# block 1

## config.mk

```make
export PLATFORM = sky130hd
export DESIGN_NAME = wb_trace_serializer
export DESIGN_NICKNAME = d
export VERILOG_FILES = /design/src/rtl/wb_trace_serializer.sv
export SDC_FILE = /design/constraint.sdc
export NUM_CORES = 1
export LEC_CHECK = 0
export CAP_MARGIN = 20
export CORE_MARGIN = 2
export CORE_UTILIZATION = 25
export CTS_CLUSTER_DIAMETER = 50
export CTS_CLUSTER_SIZE = 25
export DETAILED_ROUTE_END_ITERATION = 8
export GPL_TIMING_DRIVEN = 0
export HOLD_SLACK_MARGIN = 0.12
export PLACE_DENSITY_LB_ADDON = 0.05
export SKIP_LAST_GASP = 1
export SLEW_MARGIN = 20
export SYNTH_ARGS = -nofsm -noshare
export SYNTH_HDL_FRONTEND = slang
export SYNTH_SLANG_ARGS = --single-unit
```

## constraint.sdc

```tcl
create_clock -name clock -period 12.4 [get_ports clock]
set_clock_uncertainty 0.1 [all_clocks]
set_input_delay 1.24 -clock clock [delete_from_list [all_inputs] [get_ports clock]]
set_output_delay 1.24 -clock clock [all_outputs]
set_load 0.01 [all_outputs]
```

## src/rtl/wb_trace_serializer.sv

```systemverilog
// Serializes the dual-issue writeback pair onto the single-lane debug writeback port.
// Bursts are buffered in a fall-through FIFO, retired instructions are counted and protocol violations are flagged.
module wb_trace_serializer #(
   parameter int DEPTH     = 8,
   parameter bit FILTER_R0 = 1'b1
) (
   input  logic                     clock,
   input  logic                     reset,
   input  logic                     wb0_en,
   input  logic [4:0]               wb0_rd,
   input  logic [31:0]              wb0_wdata,
   input  logic [31:0]              wb0_pc,
   input  logic                     wb1_en,
   input  logic [4:0]               wb1_rd,
   input  logic [31:0]              wb1_wdata,
   input  logic [31:0]              wb1_pc,
   output logic                     wb_ready,
   input  logic                     out_ready,
   output logic [31:0]              debug_wb_pc,
   output logic [3:0]               debug_wb_rf_wen,
   output logic [4:0]               debug_wb_rf_wnum,
   output logic [31:0]              debug_wb_rf_wdata,
   output logic [31:0]              inst_cnt,
   output logic [$clog2(DEPTH):0]   fifo_level,
   output logic                     err_overflow
);

   localparam int PW = $clog2(DEPTH);
   localparam int CW = PW + 1;

   logic [31:0]   pc_mem   [DEPTH];
   logic [4:0]    rd_mem   [DEPTH];
   logic [31:0]   data_mem [DEPTH];

   logic [PW-1:0] wptr;
   logic [PW-1:0] rptr;
   logic [CW-1:0] count;

   logic          elig0;
   logic          elig1;
   logic          accept;
   logic          violation;
   logic          pop;
   logic [PW-1:0] slot1_ptr;
   logic [CW-1:0] push_cnt;
   logic [CW-1:0] count_next;

   // Ready depends only on registered occupancy so a whole pair always fits.
   assign wb_ready   = (count <= CW'(DEPTH - 2));
   assign fifo_level = count;

   always_comb begin
      elig0     = wb0_en && (!FILTER_R0 || (wb0_rd != 5'd0));
      elig1     = wb1_en && (!FILTER_R0 || (wb1_rd != 5'd0));
      accept    = wb_ready;
      violation = (wb0_en || wb1_en) && !wb_ready;
      pop       = (count != '0) && out_ready;
      slot1_ptr = elig0 ? (wptr + PW'(1)) : wptr;
      push_cnt  = '0;
      if (accept) begin
         push_cnt = CW'(elig0) + CW'(elig1);
      end
      count_next = count + push_cnt - CW'(pop);
   end

   // Control state: pointers, occupancy, retire counter, sticky error.
   always_ff @(posedge clock) begin
      if (reset) begin
         wptr         <= '0;
         rptr         <= '0;
         count        <= '0;
         inst_cnt     <= '0;
         err_overflow <= 1'b0;
      end else begin
         wptr  <= wptr + push_cnt[PW-1:0];
         count <= count_next;
         if (pop) begin
            rptr <= rptr + PW'(1);
         end
         if (accept) begin
            inst_cnt <= inst_cnt + 32'(wb0_en) + 32'(wb1_en);
         end
         if (violation) begin
            err_overflow <= 1'b1;
         end
      end
   end

   // Storage needs no reset; occupancy alone decides what is visible.
   always_ff @(posedge clock) begin
      if (!reset && accept) begin
         if (elig0) begin
            pc_mem[wptr]   <= wb0_pc;
            rd_mem[wptr]   <= wb0_rd;
            data_mem[wptr] <= wb0_wdata;
         end
         if (elig1) begin
            pc_mem[slot1_ptr]   <= wb1_pc;
            rd_mem[slot1_ptr]   <= wb1_rd;
            data_mem[slot1_ptr] <= wb1_wdata;
         end
      end
   end

   always_comb begin
      debug_wb_pc       = '0;
      debug_wb_rf_wen   = 4'h0;
      debug_wb_rf_wnum  = '0;
      debug_wb_rf_wdata = '0;
      if (count != '0) begin
         debug_wb_pc       = pc_mem[rptr];
         debug_wb_rf_wen   = 4'hf;
         debug_wb_rf_wnum  = rd_mem[rptr];
         debug_wb_rf_wdata = data_mem[rptr];
      end
   end

endmodule

```

# block 2

--- config.mk ---
export PLATFORM = sky130hd
export DESIGN_NAME = mem_access_ctrl_flat
export DESIGN_NICKNAME = d
export VERILOG_FILES = /design/src/rtl/mem_access_ctrl_pkg.sv /design/src/rtl/mem_access_ctrl_if.sv /design/src/rtl/mem_access_ctrl_align.sv /design/src/rtl/mem_access_ctrl.sv /design/src/flat_wrapper.sv
export SDC_FILE = /design/constraint.sdc
export NUM_CORES = 1
export LEC_CHECK = 0
export CORE_ASPECT_RATIO = 1.25
export CORE_MARGIN = 2
export CORE_UTILIZATION = 49
export CTS_CLUSTER_DIAMETER = 200
export DETAILED_ROUTE_END_ITERATION = 10
export GPL_TIMING_DRIVEN = 0
export PLACE_DENSITY = 0.82
export SLEW_MARGIN = 20
export SYNTH_ARGS = -nofsm -noshare
export SYNTH_HDL_FRONTEND = slang
export SYNTH_SLANG_ARGS = --single-unit
--- constraint.sdc ---
create_clock -name clock -period 3.7 [get_ports clock]
set_clock_uncertainty 0.15 [all_clocks]
set_input_delay 0.925 -clock clock [delete_from_list [all_inputs] [get_ports clock]]
set_output_delay 0.925 -clock clock [all_outputs]
set_load 0.1 [all_outputs]
--- src/rtl/mem_access_ctrl_pkg.sv ---
// Shared definitions for the load/store initiator: FSM state encoding,
// RISC-V funct3 width/sign codes, RAM word-address width, and the
// funct3 legality check used at request acceptance.
package mem_pkg;

    localparam int RAM_AW = 17;

    localparam logic [2:0] F3_B  = 3'b000;
    localparam logic [2:0] F3_H  = 3'b001;
    localparam logic [2:0] F3_W  = 3'b010;
    localparam logic [2:0] F3_BU = 3'b100;
    localparam logic [2:0] F3_HU = 3'b101;

    typedef enum logic [2:0] {
        S_IDLE = 3'd0,
        S_RD   = 3'd1,
        S_CAP  = 3'd2,
        S_WR   = 3'd3,
        S_DONE = 3'd4
    } state_t;

    // Unsigned variants exist only for loads; 011/110/111 are never legal.
    function automatic logic f3_legal(input logic [2:0] f3, input logic we);
        case (f3)
            F3_B, F3_H, F3_W: return 1'b1;
            F3_BU, F3_HU:     return !we;
            default:          return 1'b0;
        endcase
    endfunction

endpackage

--- src/rtl/mem_access_ctrl_if.sv ---
// CPU request/response and RAM port bundle for mem_access_ctrl.
// master: the CPU datapath plus RAM model side; slave: the controller.
interface mem_access_ctrl_if #(
    parameter int n  = 32,
    parameter int AW = 17
);
    logic          req;
    logic          we;
    logic [2:0]    funct3;
    logic [n-1:0]  addr;
    logic [n-1:0]  wdata;
    logic          busy;
    logic          done;
    logic          fault;
    logic [n-1:0]  rdata;
    logic          ramR;
    logic          ramW;
    logic [AW-1:0] ramAddr;
    logic [n-1:0]  ramDataW;
    logic [n-1:0]  ramDataR;

    modport master (
        output req, we, funct3, addr, wdata, ramDataR,
        input  busy, done, fault, rdata, ramR, ramW, ramAddr, ramDataW
    );

    modport slave (
        input  req, we, funct3, addr, wdata, ramDataR,
        output busy, done, fault, rdata, ramR, ramW, ramAddr, ramDataW
    );
endinterface

--- src/rtl/mem_access_ctrl_align.sv ---
// mem_align: combinational little-endian lane handling for the CAP state.
// Load path extracts the byte/half at the offset and sign- or zero-extends;
// store path merges the low byte/half of the store data into the read word.
module mem_align
    import mem_pkg::*;
#(
    parameter int n = 32
) (
    input  logic [2:0]   i_f3,
    input  logic [1:0]   i_off,
    input  logic [n-1:0] i_rword,
    input  logic [n-1:0] i_wdata,
    output logic [n-1:0] o_ldata,
    output logic [n-1:0] o_mword
);

    logic [4:0]  w_bsh;
    logic [4:0]  w_hsh;
    logic [7:0]  w_byte;
    logic [15:0] w_half;

    // Select the addressed byte and halfword lanes of the read word.
    always_comb begin
        w_bsh  = {i_off, 3'b000};
        w_hsh  = {i_off[1], 4'b0000};
        w_byte = i_rword[w_bsh +: 8];
        w_half = i_rword[w_hsh +: 16];
    end

    // Load result: extend the selected lane; words pass straight through.
    always_comb begin
        case (i_f3)
            F3_B:    o_ldata = {{(n-8){w_byte[7]}}, w_byte};
            F3_H:    o_ldata = {{(n-16){w_half[15]}}, w_half};
            F3_BU:   o_ldata = {{(n-8){1'b0}}, w_byte};
            F3_HU:   o_ldata = {{(n-16){1'b0}}, w_half};
            default: o_ldata = i_rword;
        endcase
    end

    // Store word: overwrite only the addressed lane of the current contents.
    always_comb begin
        o_mword = i_rword;
        case (i_f3)
            F3_B:    o_mword[w_bsh +: 8]  = i_wdata[7:0];
            F3_H:    o_mword[w_hsh +: 16] = i_wdata[15:0];
            default: o_mword = i_wdata;
        endcase
    end

endmodule

--- src/rtl/mem_access_ctrl.sv ---
// mem_access_ctrl: RISC-V load/store initiator for a word-wide synchronous
// RAM with a one-cycle registered read and no byte enables. Sub-word stores
// are done as read-modify-write. Optional macro MEM_ALIGN_CHECK_EN turns
// misaligned halfword/word accesses into faults; without it the low address
// bits are forced to the natural alignment and the access proceeds.
module mem_access_ctrl
    import mem_pkg::*;
#(
    parameter int n  = 32,
    parameter int AW = RAM_AW
) (
    input  logic             clock,
    input  logic             reset,
    mem_access_ctrl_if.slave bus
);

    state_t        r_state;
    state_t        w_next;

    logic          r_we;
    logic [2:0]    r_f3;
    logic [1:0]    r_off;
    logic [n-1:0]  r_wdata;
    logic          r_fault;
    logic [AW-1:0] r_addr;
    logic [n-1:0]  r_wword;
    logic [n-1:0]  r_rdata;

    logic          w_accept;
    logic          w_illegal;
    logic          w_misalign;
    logic          w_fault_req;
    logic          w_is_sw;
    logic [1:0]    w_off;
    logic [n-1:0]  w_ldata;
    logic [n-1:0]  w_mword;

    // Upper byte-address bits alias onto the same RAM word.
    logic          w_unused_addr;
    assign w_unused_addr = ^bus.addr[n-1:AW+2];

    // Classify the incoming request: legality, alignment and effective offset.
    always_comb begin
        w_accept   = (r_state == S_IDLE) && bus.req;
        w_illegal  = !f3_legal(bus.funct3, bus.we);
        w_misalign = 1'b0;
        w_off      = bus.addr[1:0];
        w_is_sw    = bus.we && (bus.funct3 == F3_W);
        case (bus.funct3)
            F3_H, F3_HU: begin
`ifdef MEM_ALIGN_CHECK_EN
                w_misalign = bus.addr[0];
`else
                w_off = {bus.addr[1], 1'b0};
`endif
            end
            F3_W: begin
`ifdef MEM_ALIGN_CHECK_EN
                w_misalign = |bus.addr[1:0];
`else
                w_off = 2'b00;
`endif
            end
            default: ;
        endcase
        w_fault_req = w_illegal || w_misalign;
    end

    // State register; reset abandons any operation without a done pulse.
    always_ff @(posedge clock) begin
        if (reset) begin
            r_state <= S_IDLE;
        end else begin
            r_state <= w_next;
        end
    end

    // Next-state decode and Moore outputs of the state.
    always_comb begin
        w_next   = r_state;
        bus.ramR = 1'b0;
        bus.ramW = 1'b0;
        bus.busy = 1'b1;
        bus.done = 1'b0;
        case (r_state)
            S_IDLE: begin
                bus.busy = 1'b0;
                if (bus.req) begin
                    if (w_fault_req) begin
                        w_next = S_DONE;
                    end else if (w_is_sw) begin
                        w_next = S_WR;
                    end else begin
                        w_next = S_RD;
                    end
                end
            end
            S_RD: begin
                bus.ramR = 1'b1;
                w_next   = S_CAP;
            end
            S_CAP: begin
                w_next = r_we ? S_WR : S_DONE;
            end
            S_WR: begin
                bus.ramW = 1'b1;
                w_next   = S_DONE;
            end
            S_DONE: begin
                bus.done = 1'b1;
                w_next   = S_IDLE;
            end
            default: begin
                w_next = S_IDLE;
            end
        endcase
    end

    // Latch request fields at acceptance and capture RAM data in CAP.
    always_ff @(posedge clock) begin
        if (reset) begin
            r_we    <= 1'b0;
            r_f3    <= F3_B;
            r_off   <= 2'b00;
            r_wdata <= '0;
            r_fault <= 1'b0;
            r_addr  <= '0;
            r_wword <= '0;
            r_rdata <= '0;
        end else begin
            if (w_accept) begin
                r_we    <= bus.we;
                r_f3    <= bus.funct3;
                r_off   <= w_off;
                r_wdata <= bus.wdata;
                r_fault <= w_fault_req;
                if (!w_fault_req) begin
                    r_addr <= bus.addr[AW+1:2];
                    if (w_is_sw) begin
                        r_wword <= bus.wdata;
                    end
                end
            end
            if (r_state == S_CAP) begin
                if (r_we) begin
                    r_wword <= w_mword;
                end else begin
                    r_rdata <= w_ldata;
                end
            end
        end
    end

    mem_align #(
        .n (n)
    ) u_align (
        .i_f3    (r_f3),
        .i_off   (r_off),
        .i_rword (bus.ramDataR),
        .i_wdata (r_wdata),
        .o_ldata (w_ldata),
        .o_mword (w_mword)
    );

    // Registered results onto the bus; fault is only meaningful with done.
    always_comb begin
        bus.fault    = r_fault && (r_state == S_DONE);
        bus.rdata    = r_rdata;
        bus.ramAddr  = r_addr;
        bus.ramDataW = r_wword;
    end

endmodule

--- src/flat_wrapper.sv ---
// flat-port wrapper written by rule: the top's interface ports become plain ports
module mem_access_ctrl_flat import mem_pkg::*;
#(
    parameter int n  = 32,
    parameter int AW = RAM_AW
)
  (clock, reset, bus_req, bus_we, bus_funct3, bus_addr, bus_wdata, bus_ramDataR, bus_busy, bus_done, bus_fault, bus_rdata, bus_ramR, bus_ramW, bus_ramAddr, bus_ramDataW);
  mem_access_ctrl_if #(.n(n), .AW(AW)) bus_i ();
  input  logic clock;
  input  logic reset;
  input wire logic [$bits(bus_i.req)-1:0] bus_req;
  input wire logic [$bits(bus_i.we)-1:0] bus_we;
  input wire logic [$bits(bus_i.funct3)-1:0] bus_funct3;
  input wire logic [$bits(bus_i.addr)-1:0] bus_addr;
  input wire logic [$bits(bus_i.wdata)-1:0] bus_wdata;
  input wire logic [$bits(bus_i.ramDataR)-1:0] bus_ramDataR;
  output wire logic [$bits(bus_i.busy)-1:0] bus_busy;
  output wire logic [$bits(bus_i.done)-1:0] bus_done;
  output wire logic [$bits(bus_i.fault)-1:0] bus_fault;
  output wire logic [$bits(bus_i.rdata)-1:0] bus_rdata;
  output wire logic [$bits(bus_i.ramR)-1:0] bus_ramR;
  output wire logic [$bits(bus_i.ramW)-1:0] bus_ramW;
  output wire logic [$bits(bus_i.ramAddr)-1:0] bus_ramAddr;
  output wire logic [$bits(bus_i.ramDataW)-1:0] bus_ramDataW;
  assign bus_i.req = bus_req;
  assign bus_i.we = bus_we;
  assign bus_i.funct3 = bus_funct3;
  assign bus_i.addr = bus_addr;
  assign bus_i.wdata = bus_wdata;
  assign bus_i.ramDataR = bus_ramDataR;
  assign bus_busy = bus_i.busy;
  assign bus_done = bus_i.done;
  assign bus_fault = bus_i.fault;
  assign bus_rdata = bus_i.rdata;
  assign bus_ramR = bus_i.ramR;
  assign bus_ramW = bus_i.ramW;
  assign bus_ramAddr = bus_i.ramAddr;
  assign bus_ramDataW = bus_i.ramDataW;
  mem_access_ctrl #(.n(n), .AW(AW)) u_core (.clock(clock), .reset(reset), .bus(bus_i));
endmodule
# block 3

==> src/rtl/fetch_unit.sv <==
// Instruction fetch unit: single-outstanding fetch FSM, PC sequencing and a
// circular return-address stack with sticky overflow/underflow flags.
//
// state | meaning
// IDLE  | no fetch in flight, waiting for ldInst
// REQ   | request driven to instruction memory for one cycle
// WAIT  | waiting for imemValid
// DONE  | instruction captured, returning to IDLE
module fetch_unit #(
    parameter int          RAS_DEPTH = 4,
    parameter logic [31:0] RESET_PC  = 32'h0000_0000
) (
    input  logic        clk,
    input  logic        rst,
    input  logic        ldInst,
    input  logic        clrInst,
    input  logic        ldPC,
    input  logic        clrPC,
    input  logic        isBranchTaken,
    input  logic        isCall,
    input  logic        isRet,
    output logic        imemReq,
    output logic [31:0] imemAddr,
    input  logic        imemValid,
    input  logic [31:0] imemData,
    output logic [31:0] pc,
    output logic [31:0] npc,
    output logic [31:0] inst,
    output logic [4:0]  opcode,
    output logic        iOrReg,
    output logic [1:0]  modifier,
    output logic        instValid,
    output logic        rasOverflow,
    output logic        rasUnderflow
);

    localparam int PW = $clog2(RAS_DEPTH);
    localparam int CW = PW + 1;
    localparam logic [CW-1:0] RAS_FULL = CW'(RAS_DEPTH);

    typedef enum logic [1:0] {IDLE, REQ, WAIT, DONE} state_t;

    state_t        state, state_nxt;
    logic [31:0]   addr_q;
    logic [31:0]   ras_mem [RAS_DEPTH];
    logic [PW-1:0] ras_top, ras_top_inc, ras_top_dec;
    logic [CW-1:0] ras_cnt;
    logic [31:0]   br_target, ras_pop_val;
    logic          capture, push, pop;

    assign npc         = pc + 32'd4;
    assign br_target   = npc + {{3{inst[26]}}, inst[26:0], 2'b00};
    assign opcode      = inst[31:27];
    assign iOrReg      = inst[26];
    assign modifier    = inst[17:16];

    assign ras_top_inc = ras_top + PW'(1);
    assign ras_top_dec = ras_top - PW'(1);
    assign ras_pop_val = (ras_cnt == '0) ? RESET_PC : ras_mem[ras_top];
    assign push        = ldPC && !clrPC && !isRet && isBranchTaken && isCall;
    assign pop         = ldPC && !clrPC && isRet;
    assign capture     = (state == WAIT) && imemValid && !clrInst;

    always_comb begin
        state_nxt = state;
        imemReq   = 1'b0;
        imemAddr  = addr_q;
        unique case (state)
            IDLE: if (ldInst) state_nxt = REQ;
            REQ: begin
                imemReq   = 1'b1;
                imemAddr  = pc;
                state_nxt = WAIT;
            end
            WAIT: if (imemValid) state_nxt = DONE;
            DONE: state_nxt = IDLE;
            default: state_nxt = IDLE;
        endcase
        if (clrInst) state_nxt = IDLE;
    end

    // addr_q holds the in-flight address so a PC update during WAIT cannot move it
    always_ff @(posedge clk) begin
        if (rst) begin
            state     <= IDLE;
            addr_q    <= '0;
            inst      <= '0;
            instValid <= 1'b0;
        end else begin
            state <= state_nxt;
            if (state == REQ) addr_q <= pc;
            if (clrInst) begin
                inst      <= '0;
                instValid <= 1'b0;
            end else if (capture) begin
                inst      <= imemData;
                instValid <= 1'b1;
            end else if (state == IDLE && ldInst) begin
                instValid <= 1'b0;
            end
        end
    end

    always_ff @(posedge clk) begin
        if (rst) begin
            pc           <= RESET_PC;
            ras_top      <= '0;
            ras_cnt      <= '0;
            rasOverflow  <= 1'b0;
            rasUnderflow <= 1'b0;
        end else if (clrPC) begin
            pc      <= RESET_PC;
            ras_top <= '0;
            ras_cnt <= '0;
        end else if (ldPC) begin
            if (pop) begin
                pc <= ras_pop_val;
                if (ras_cnt == '0) begin
                    rasUnderflow <= 1'b1;
                end else begin
                    ras_top <= ras_top_dec;
                    ras_cnt <= ras_cnt - CW'(1);
                end
            end else if (isBranchTaken) begin
                pc <= br_target;
                if (push) begin
                    // a full stack drops its oldest entry by wrapping the top pointer
                    ras_top <= ras_top_inc;
                    if (ras_cnt == RAS_FULL) rasOverflow <= 1'b1;
                    else                     ras_cnt     <= ras_cnt + CW'(1);
                end
            end else begin
                pc <= npc;
            end
        end
    end

    always_ff @(posedge clk) begin
        if (!rst && push) ras_mem[ras_top_inc] <= npc;
    end

endmodule

==> config.mk <==
export PLATFORM = sky130hd
export DESIGN_NAME = fetch_unit
export DESIGN_NICKNAME = d
export VERILOG_FILES = /design/src/rtl/fetch_unit.sv
export SDC_FILE = /design/constraint.sdc
export NUM_CORES = 1
export LEC_CHECK = 0
export CORE_MARGIN = 4
export CORE_UTILIZATION = 51
export CTS_CLUSTER_SIZE = 14
export DETAILED_ROUTE_END_ITERATION = 16
export DONT_BUFFER_PORTS = 1
export PLACE_DENSITY_LB_ADDON = 0.3
export SLEW_MARGIN = 10
export SYNTH_ARGS = -nofsm -noshare
export SYNTH_HDL_FRONTEND = slang
export SYNTH_SLANG_ARGS = --single-unit
export TNS_END_PERCENT = 100
==> constraint.sdc <==
create_clock -name clk -period 3.5 [get_ports clk]
set_input_delay 0.7 -clock clk [delete_from_list [all_inputs] [get_ports clk]]
set_output_delay 0.7 -clock clk [all_outputs]
set_load 0.05 [all_outputs]

==> screenshots <==
Congestion heat map.
panel A
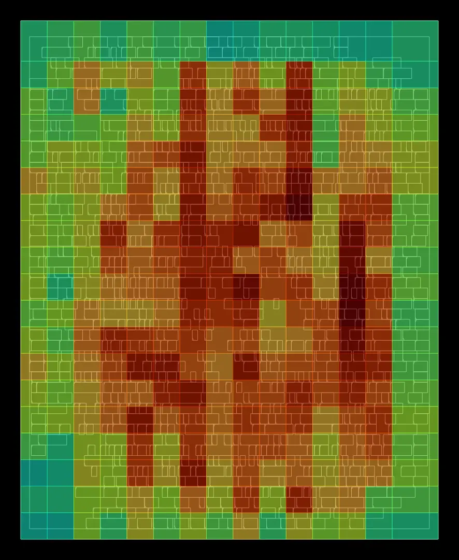
panel B
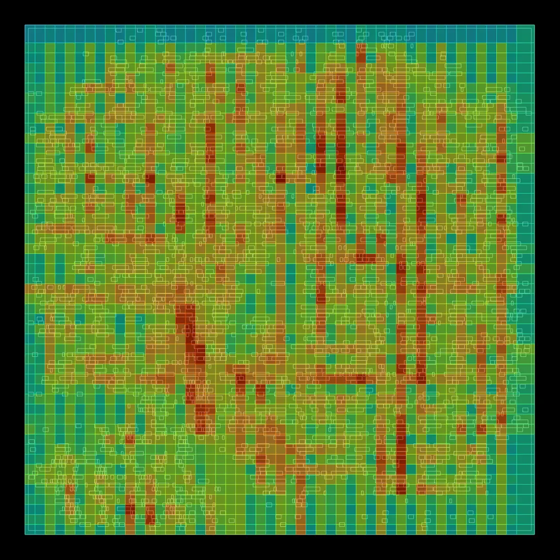
panel C
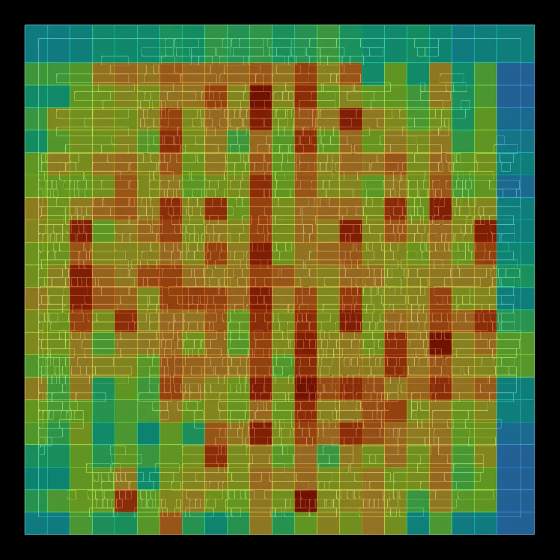
| picture | from |
|---|---|
| panel C | block 3 |
| panel B | block 1 |
| panel A | block 2 |

==> block_2/zoom.png <==
Window x 34 to 74, y 74 to 114 um. Cells in gray, sequential cells in the stronger gray; small squares are vias.
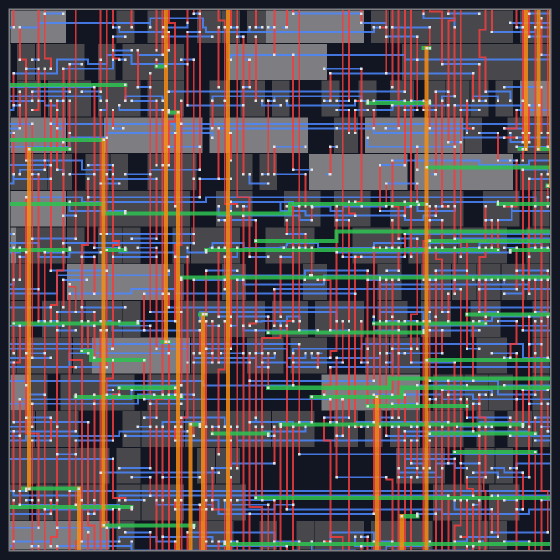
color	layer
blue	met1
orange	met4
green	met3
red	met2
most frequent	nand2_1 (27), a21oi_1 (24), clkbuf_1 (16)
sequential cells in the window	14
cells with their middle in the window	148
netlist names of flops here include	`u_core.r_wdata` (8), `u_core.bus.ramDataW` (5)

==> flow_summary.json, block 2 <==
{
  "outcome": "complete, no violations",
  "drive_above_1_share_pct": 7.47,
  "rr_endpoint": "u_core.bus.ramDataW[27]",
  "drt-met1-wl_um": 9750,
  "finalSetupTns_ns": 0,
  "layout_top_cells": "174 x clkdlybuf4s50_1, 148 x nand2_1, 123 x dfxtp_1",
  "p_sw_w": 0.00144,
  "seq_cells": 123,
  "syn_inst": 824,
  "dieArea_um2": 14600,
  "hold_start": "u_core.r_wdata[24]",
  "ys_cells": 824,
  "aoi_share_pct": 27.8,
  "synth_top_area_share_pct": 36.8,
  "grt_pass1_vias": 7072,
  "dpl_cell_area_um2": 8670,
  "stdcell_area_um2": 9300,
  "top_layer_used": "met4",
  "dp.cells": 1170,
  "cts-htree-levels": 4,
  "sequentialPowerShare_pct": 33.9,
  "setup_ws_ns": 0.0922,
  "avgSynthCellArea_um2": 8.13,
  "buffer_area_share_pct": 22.8,
  "r2r_slack_ns": 0.34,
  "ys_warn_count": 0,
  "cts_inserted_buffers": 17,
  "dr.pass1.iters": 6,
  "ant_nets": 0,
  "ff_type": "dfxtp_1",
  "grt_start_max_net_pins": 17,
  "track_usage_pct": 34.5,
  "pg_clk_w": 0.00176,
  "critical-path-max-stage-delay_ns": 1.18,
  "gr-total-overflow": 0,
  "enable_flop_cells": 0,
  "min_period_ns": 3.61,
  "wl_per_cell_um": 21.1,
  "fp.dieH_um": 135,
  "yosys.cell_count.top_type": "nand2_1",
  "grt_setup_unrepaired": "false",
  "holdPathStages": 2,
  "swShare_pct": 33.9
}
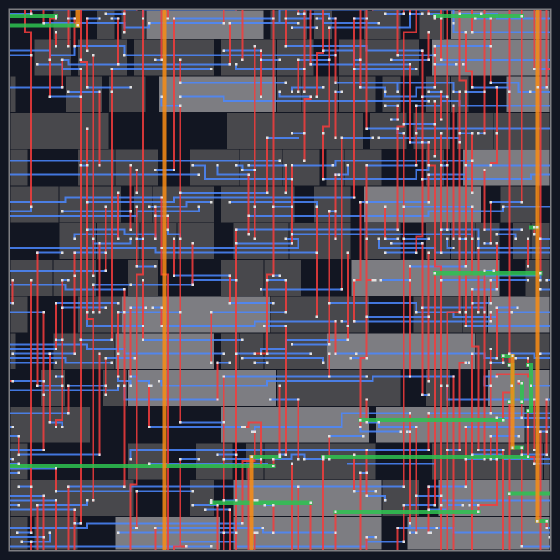
(block_3/zoom.png)
Window x 58 to 98, y 90 to 130 um. Cells in gray, sequential cells in the stronger gray; small squares are vias.
color	layer
green	met3
red	met2
orange	met4
blue	met1
sequential cells in the window	18
netlist names of flops here include	`ras_mem` (12), `pc` (5)
most frequent	buf_4 (18), edfxtp_1 (12), a21oi_1 (10)
cells with their middle in the window	102

==> flow_summary.json, block 3 <==
{
  "outcome": "complete, no violations",
  "initCoreUtil_pct": 51.7,
  "comb_share_pct": 40.2,
  "cts.sinks": 236,
  "ys_sh_simple_pct": 12.3,
  "busiest_layer": "met2",
  "xor_area_share_pct": 4.21,
  "p_clk_share_pct": 43.4,
  "hold_ws_ns": 0.248,
  "setup_ws_ns": 0.0189,
  "reg2regPathDepth": 15,
  "slew_headroom_pct": 34.9,
  "maxPowerGroup": "sequential cells",
  "rr_endpoint": "pc[23]",
  "port_buffers": 0,
  "ff_type": "edfxtp_1",
  "regArea_um2": 6060,
  "area_delta_synth_final_pct": 25.6,
  "r2r_slack_ns": 0.02,
  "clkbuf_count": 32,
  "drt-vias-per-instance": 5.97
}
==> block_1/gate_families.png <==
(1.5 px per um)
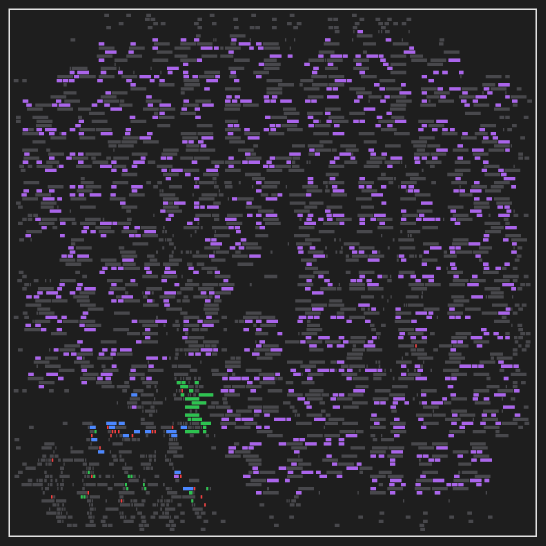
color	family	cells	most used
red	inverters	22	inv_1
blue	adder and majority cells	15	ha_1
purple	multiplexers	761	mux2_2
green	inverting AOI/OAI gates	31	a21oi_1

==> flow_summary.json, block 1 <==
{
  "yosys_area_um2": 30000,
  "seq_cells": 598,
  "async_flop_share_pct": 0,
  "met2WireLength_um": 50800,
  "final_hold_viol_count": 0,
  "stdcell_area_um2": 39400,
  "buffer_area_share_pct": 10.8,
  "crit_buf_inv": 4,
  "r2r_slack_ns": 8.46,
  "antenna_found_initial": 26,
  "ys_warn_count": 0,
  "wl_um": 105000,
  "inv_count": 22,
  "reg2regPathDepth": 8,
  "outcome": "complete, no violations"
}


## Gallery

Signal wires on met2.
image #1
(2 px per um) Cells faint in the background.
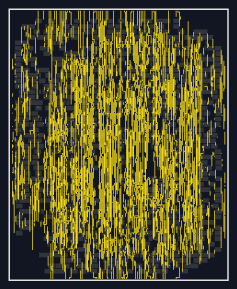
image #2
(2 px per um) Cells faint in the background.
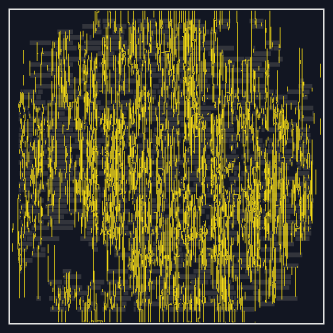
image #3
(1 px per um) Cells faint in the background.
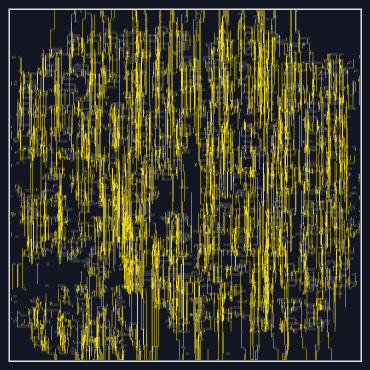
| from | picture |
|---|---|
| block 2 | image #1 |
| block 1 | image #3 |
| block 3 | image #2 |
- smallest die: image #1

Key to image #3:
longest straight run	120 um
nets with wire on the layer	2149
main direction	vertical

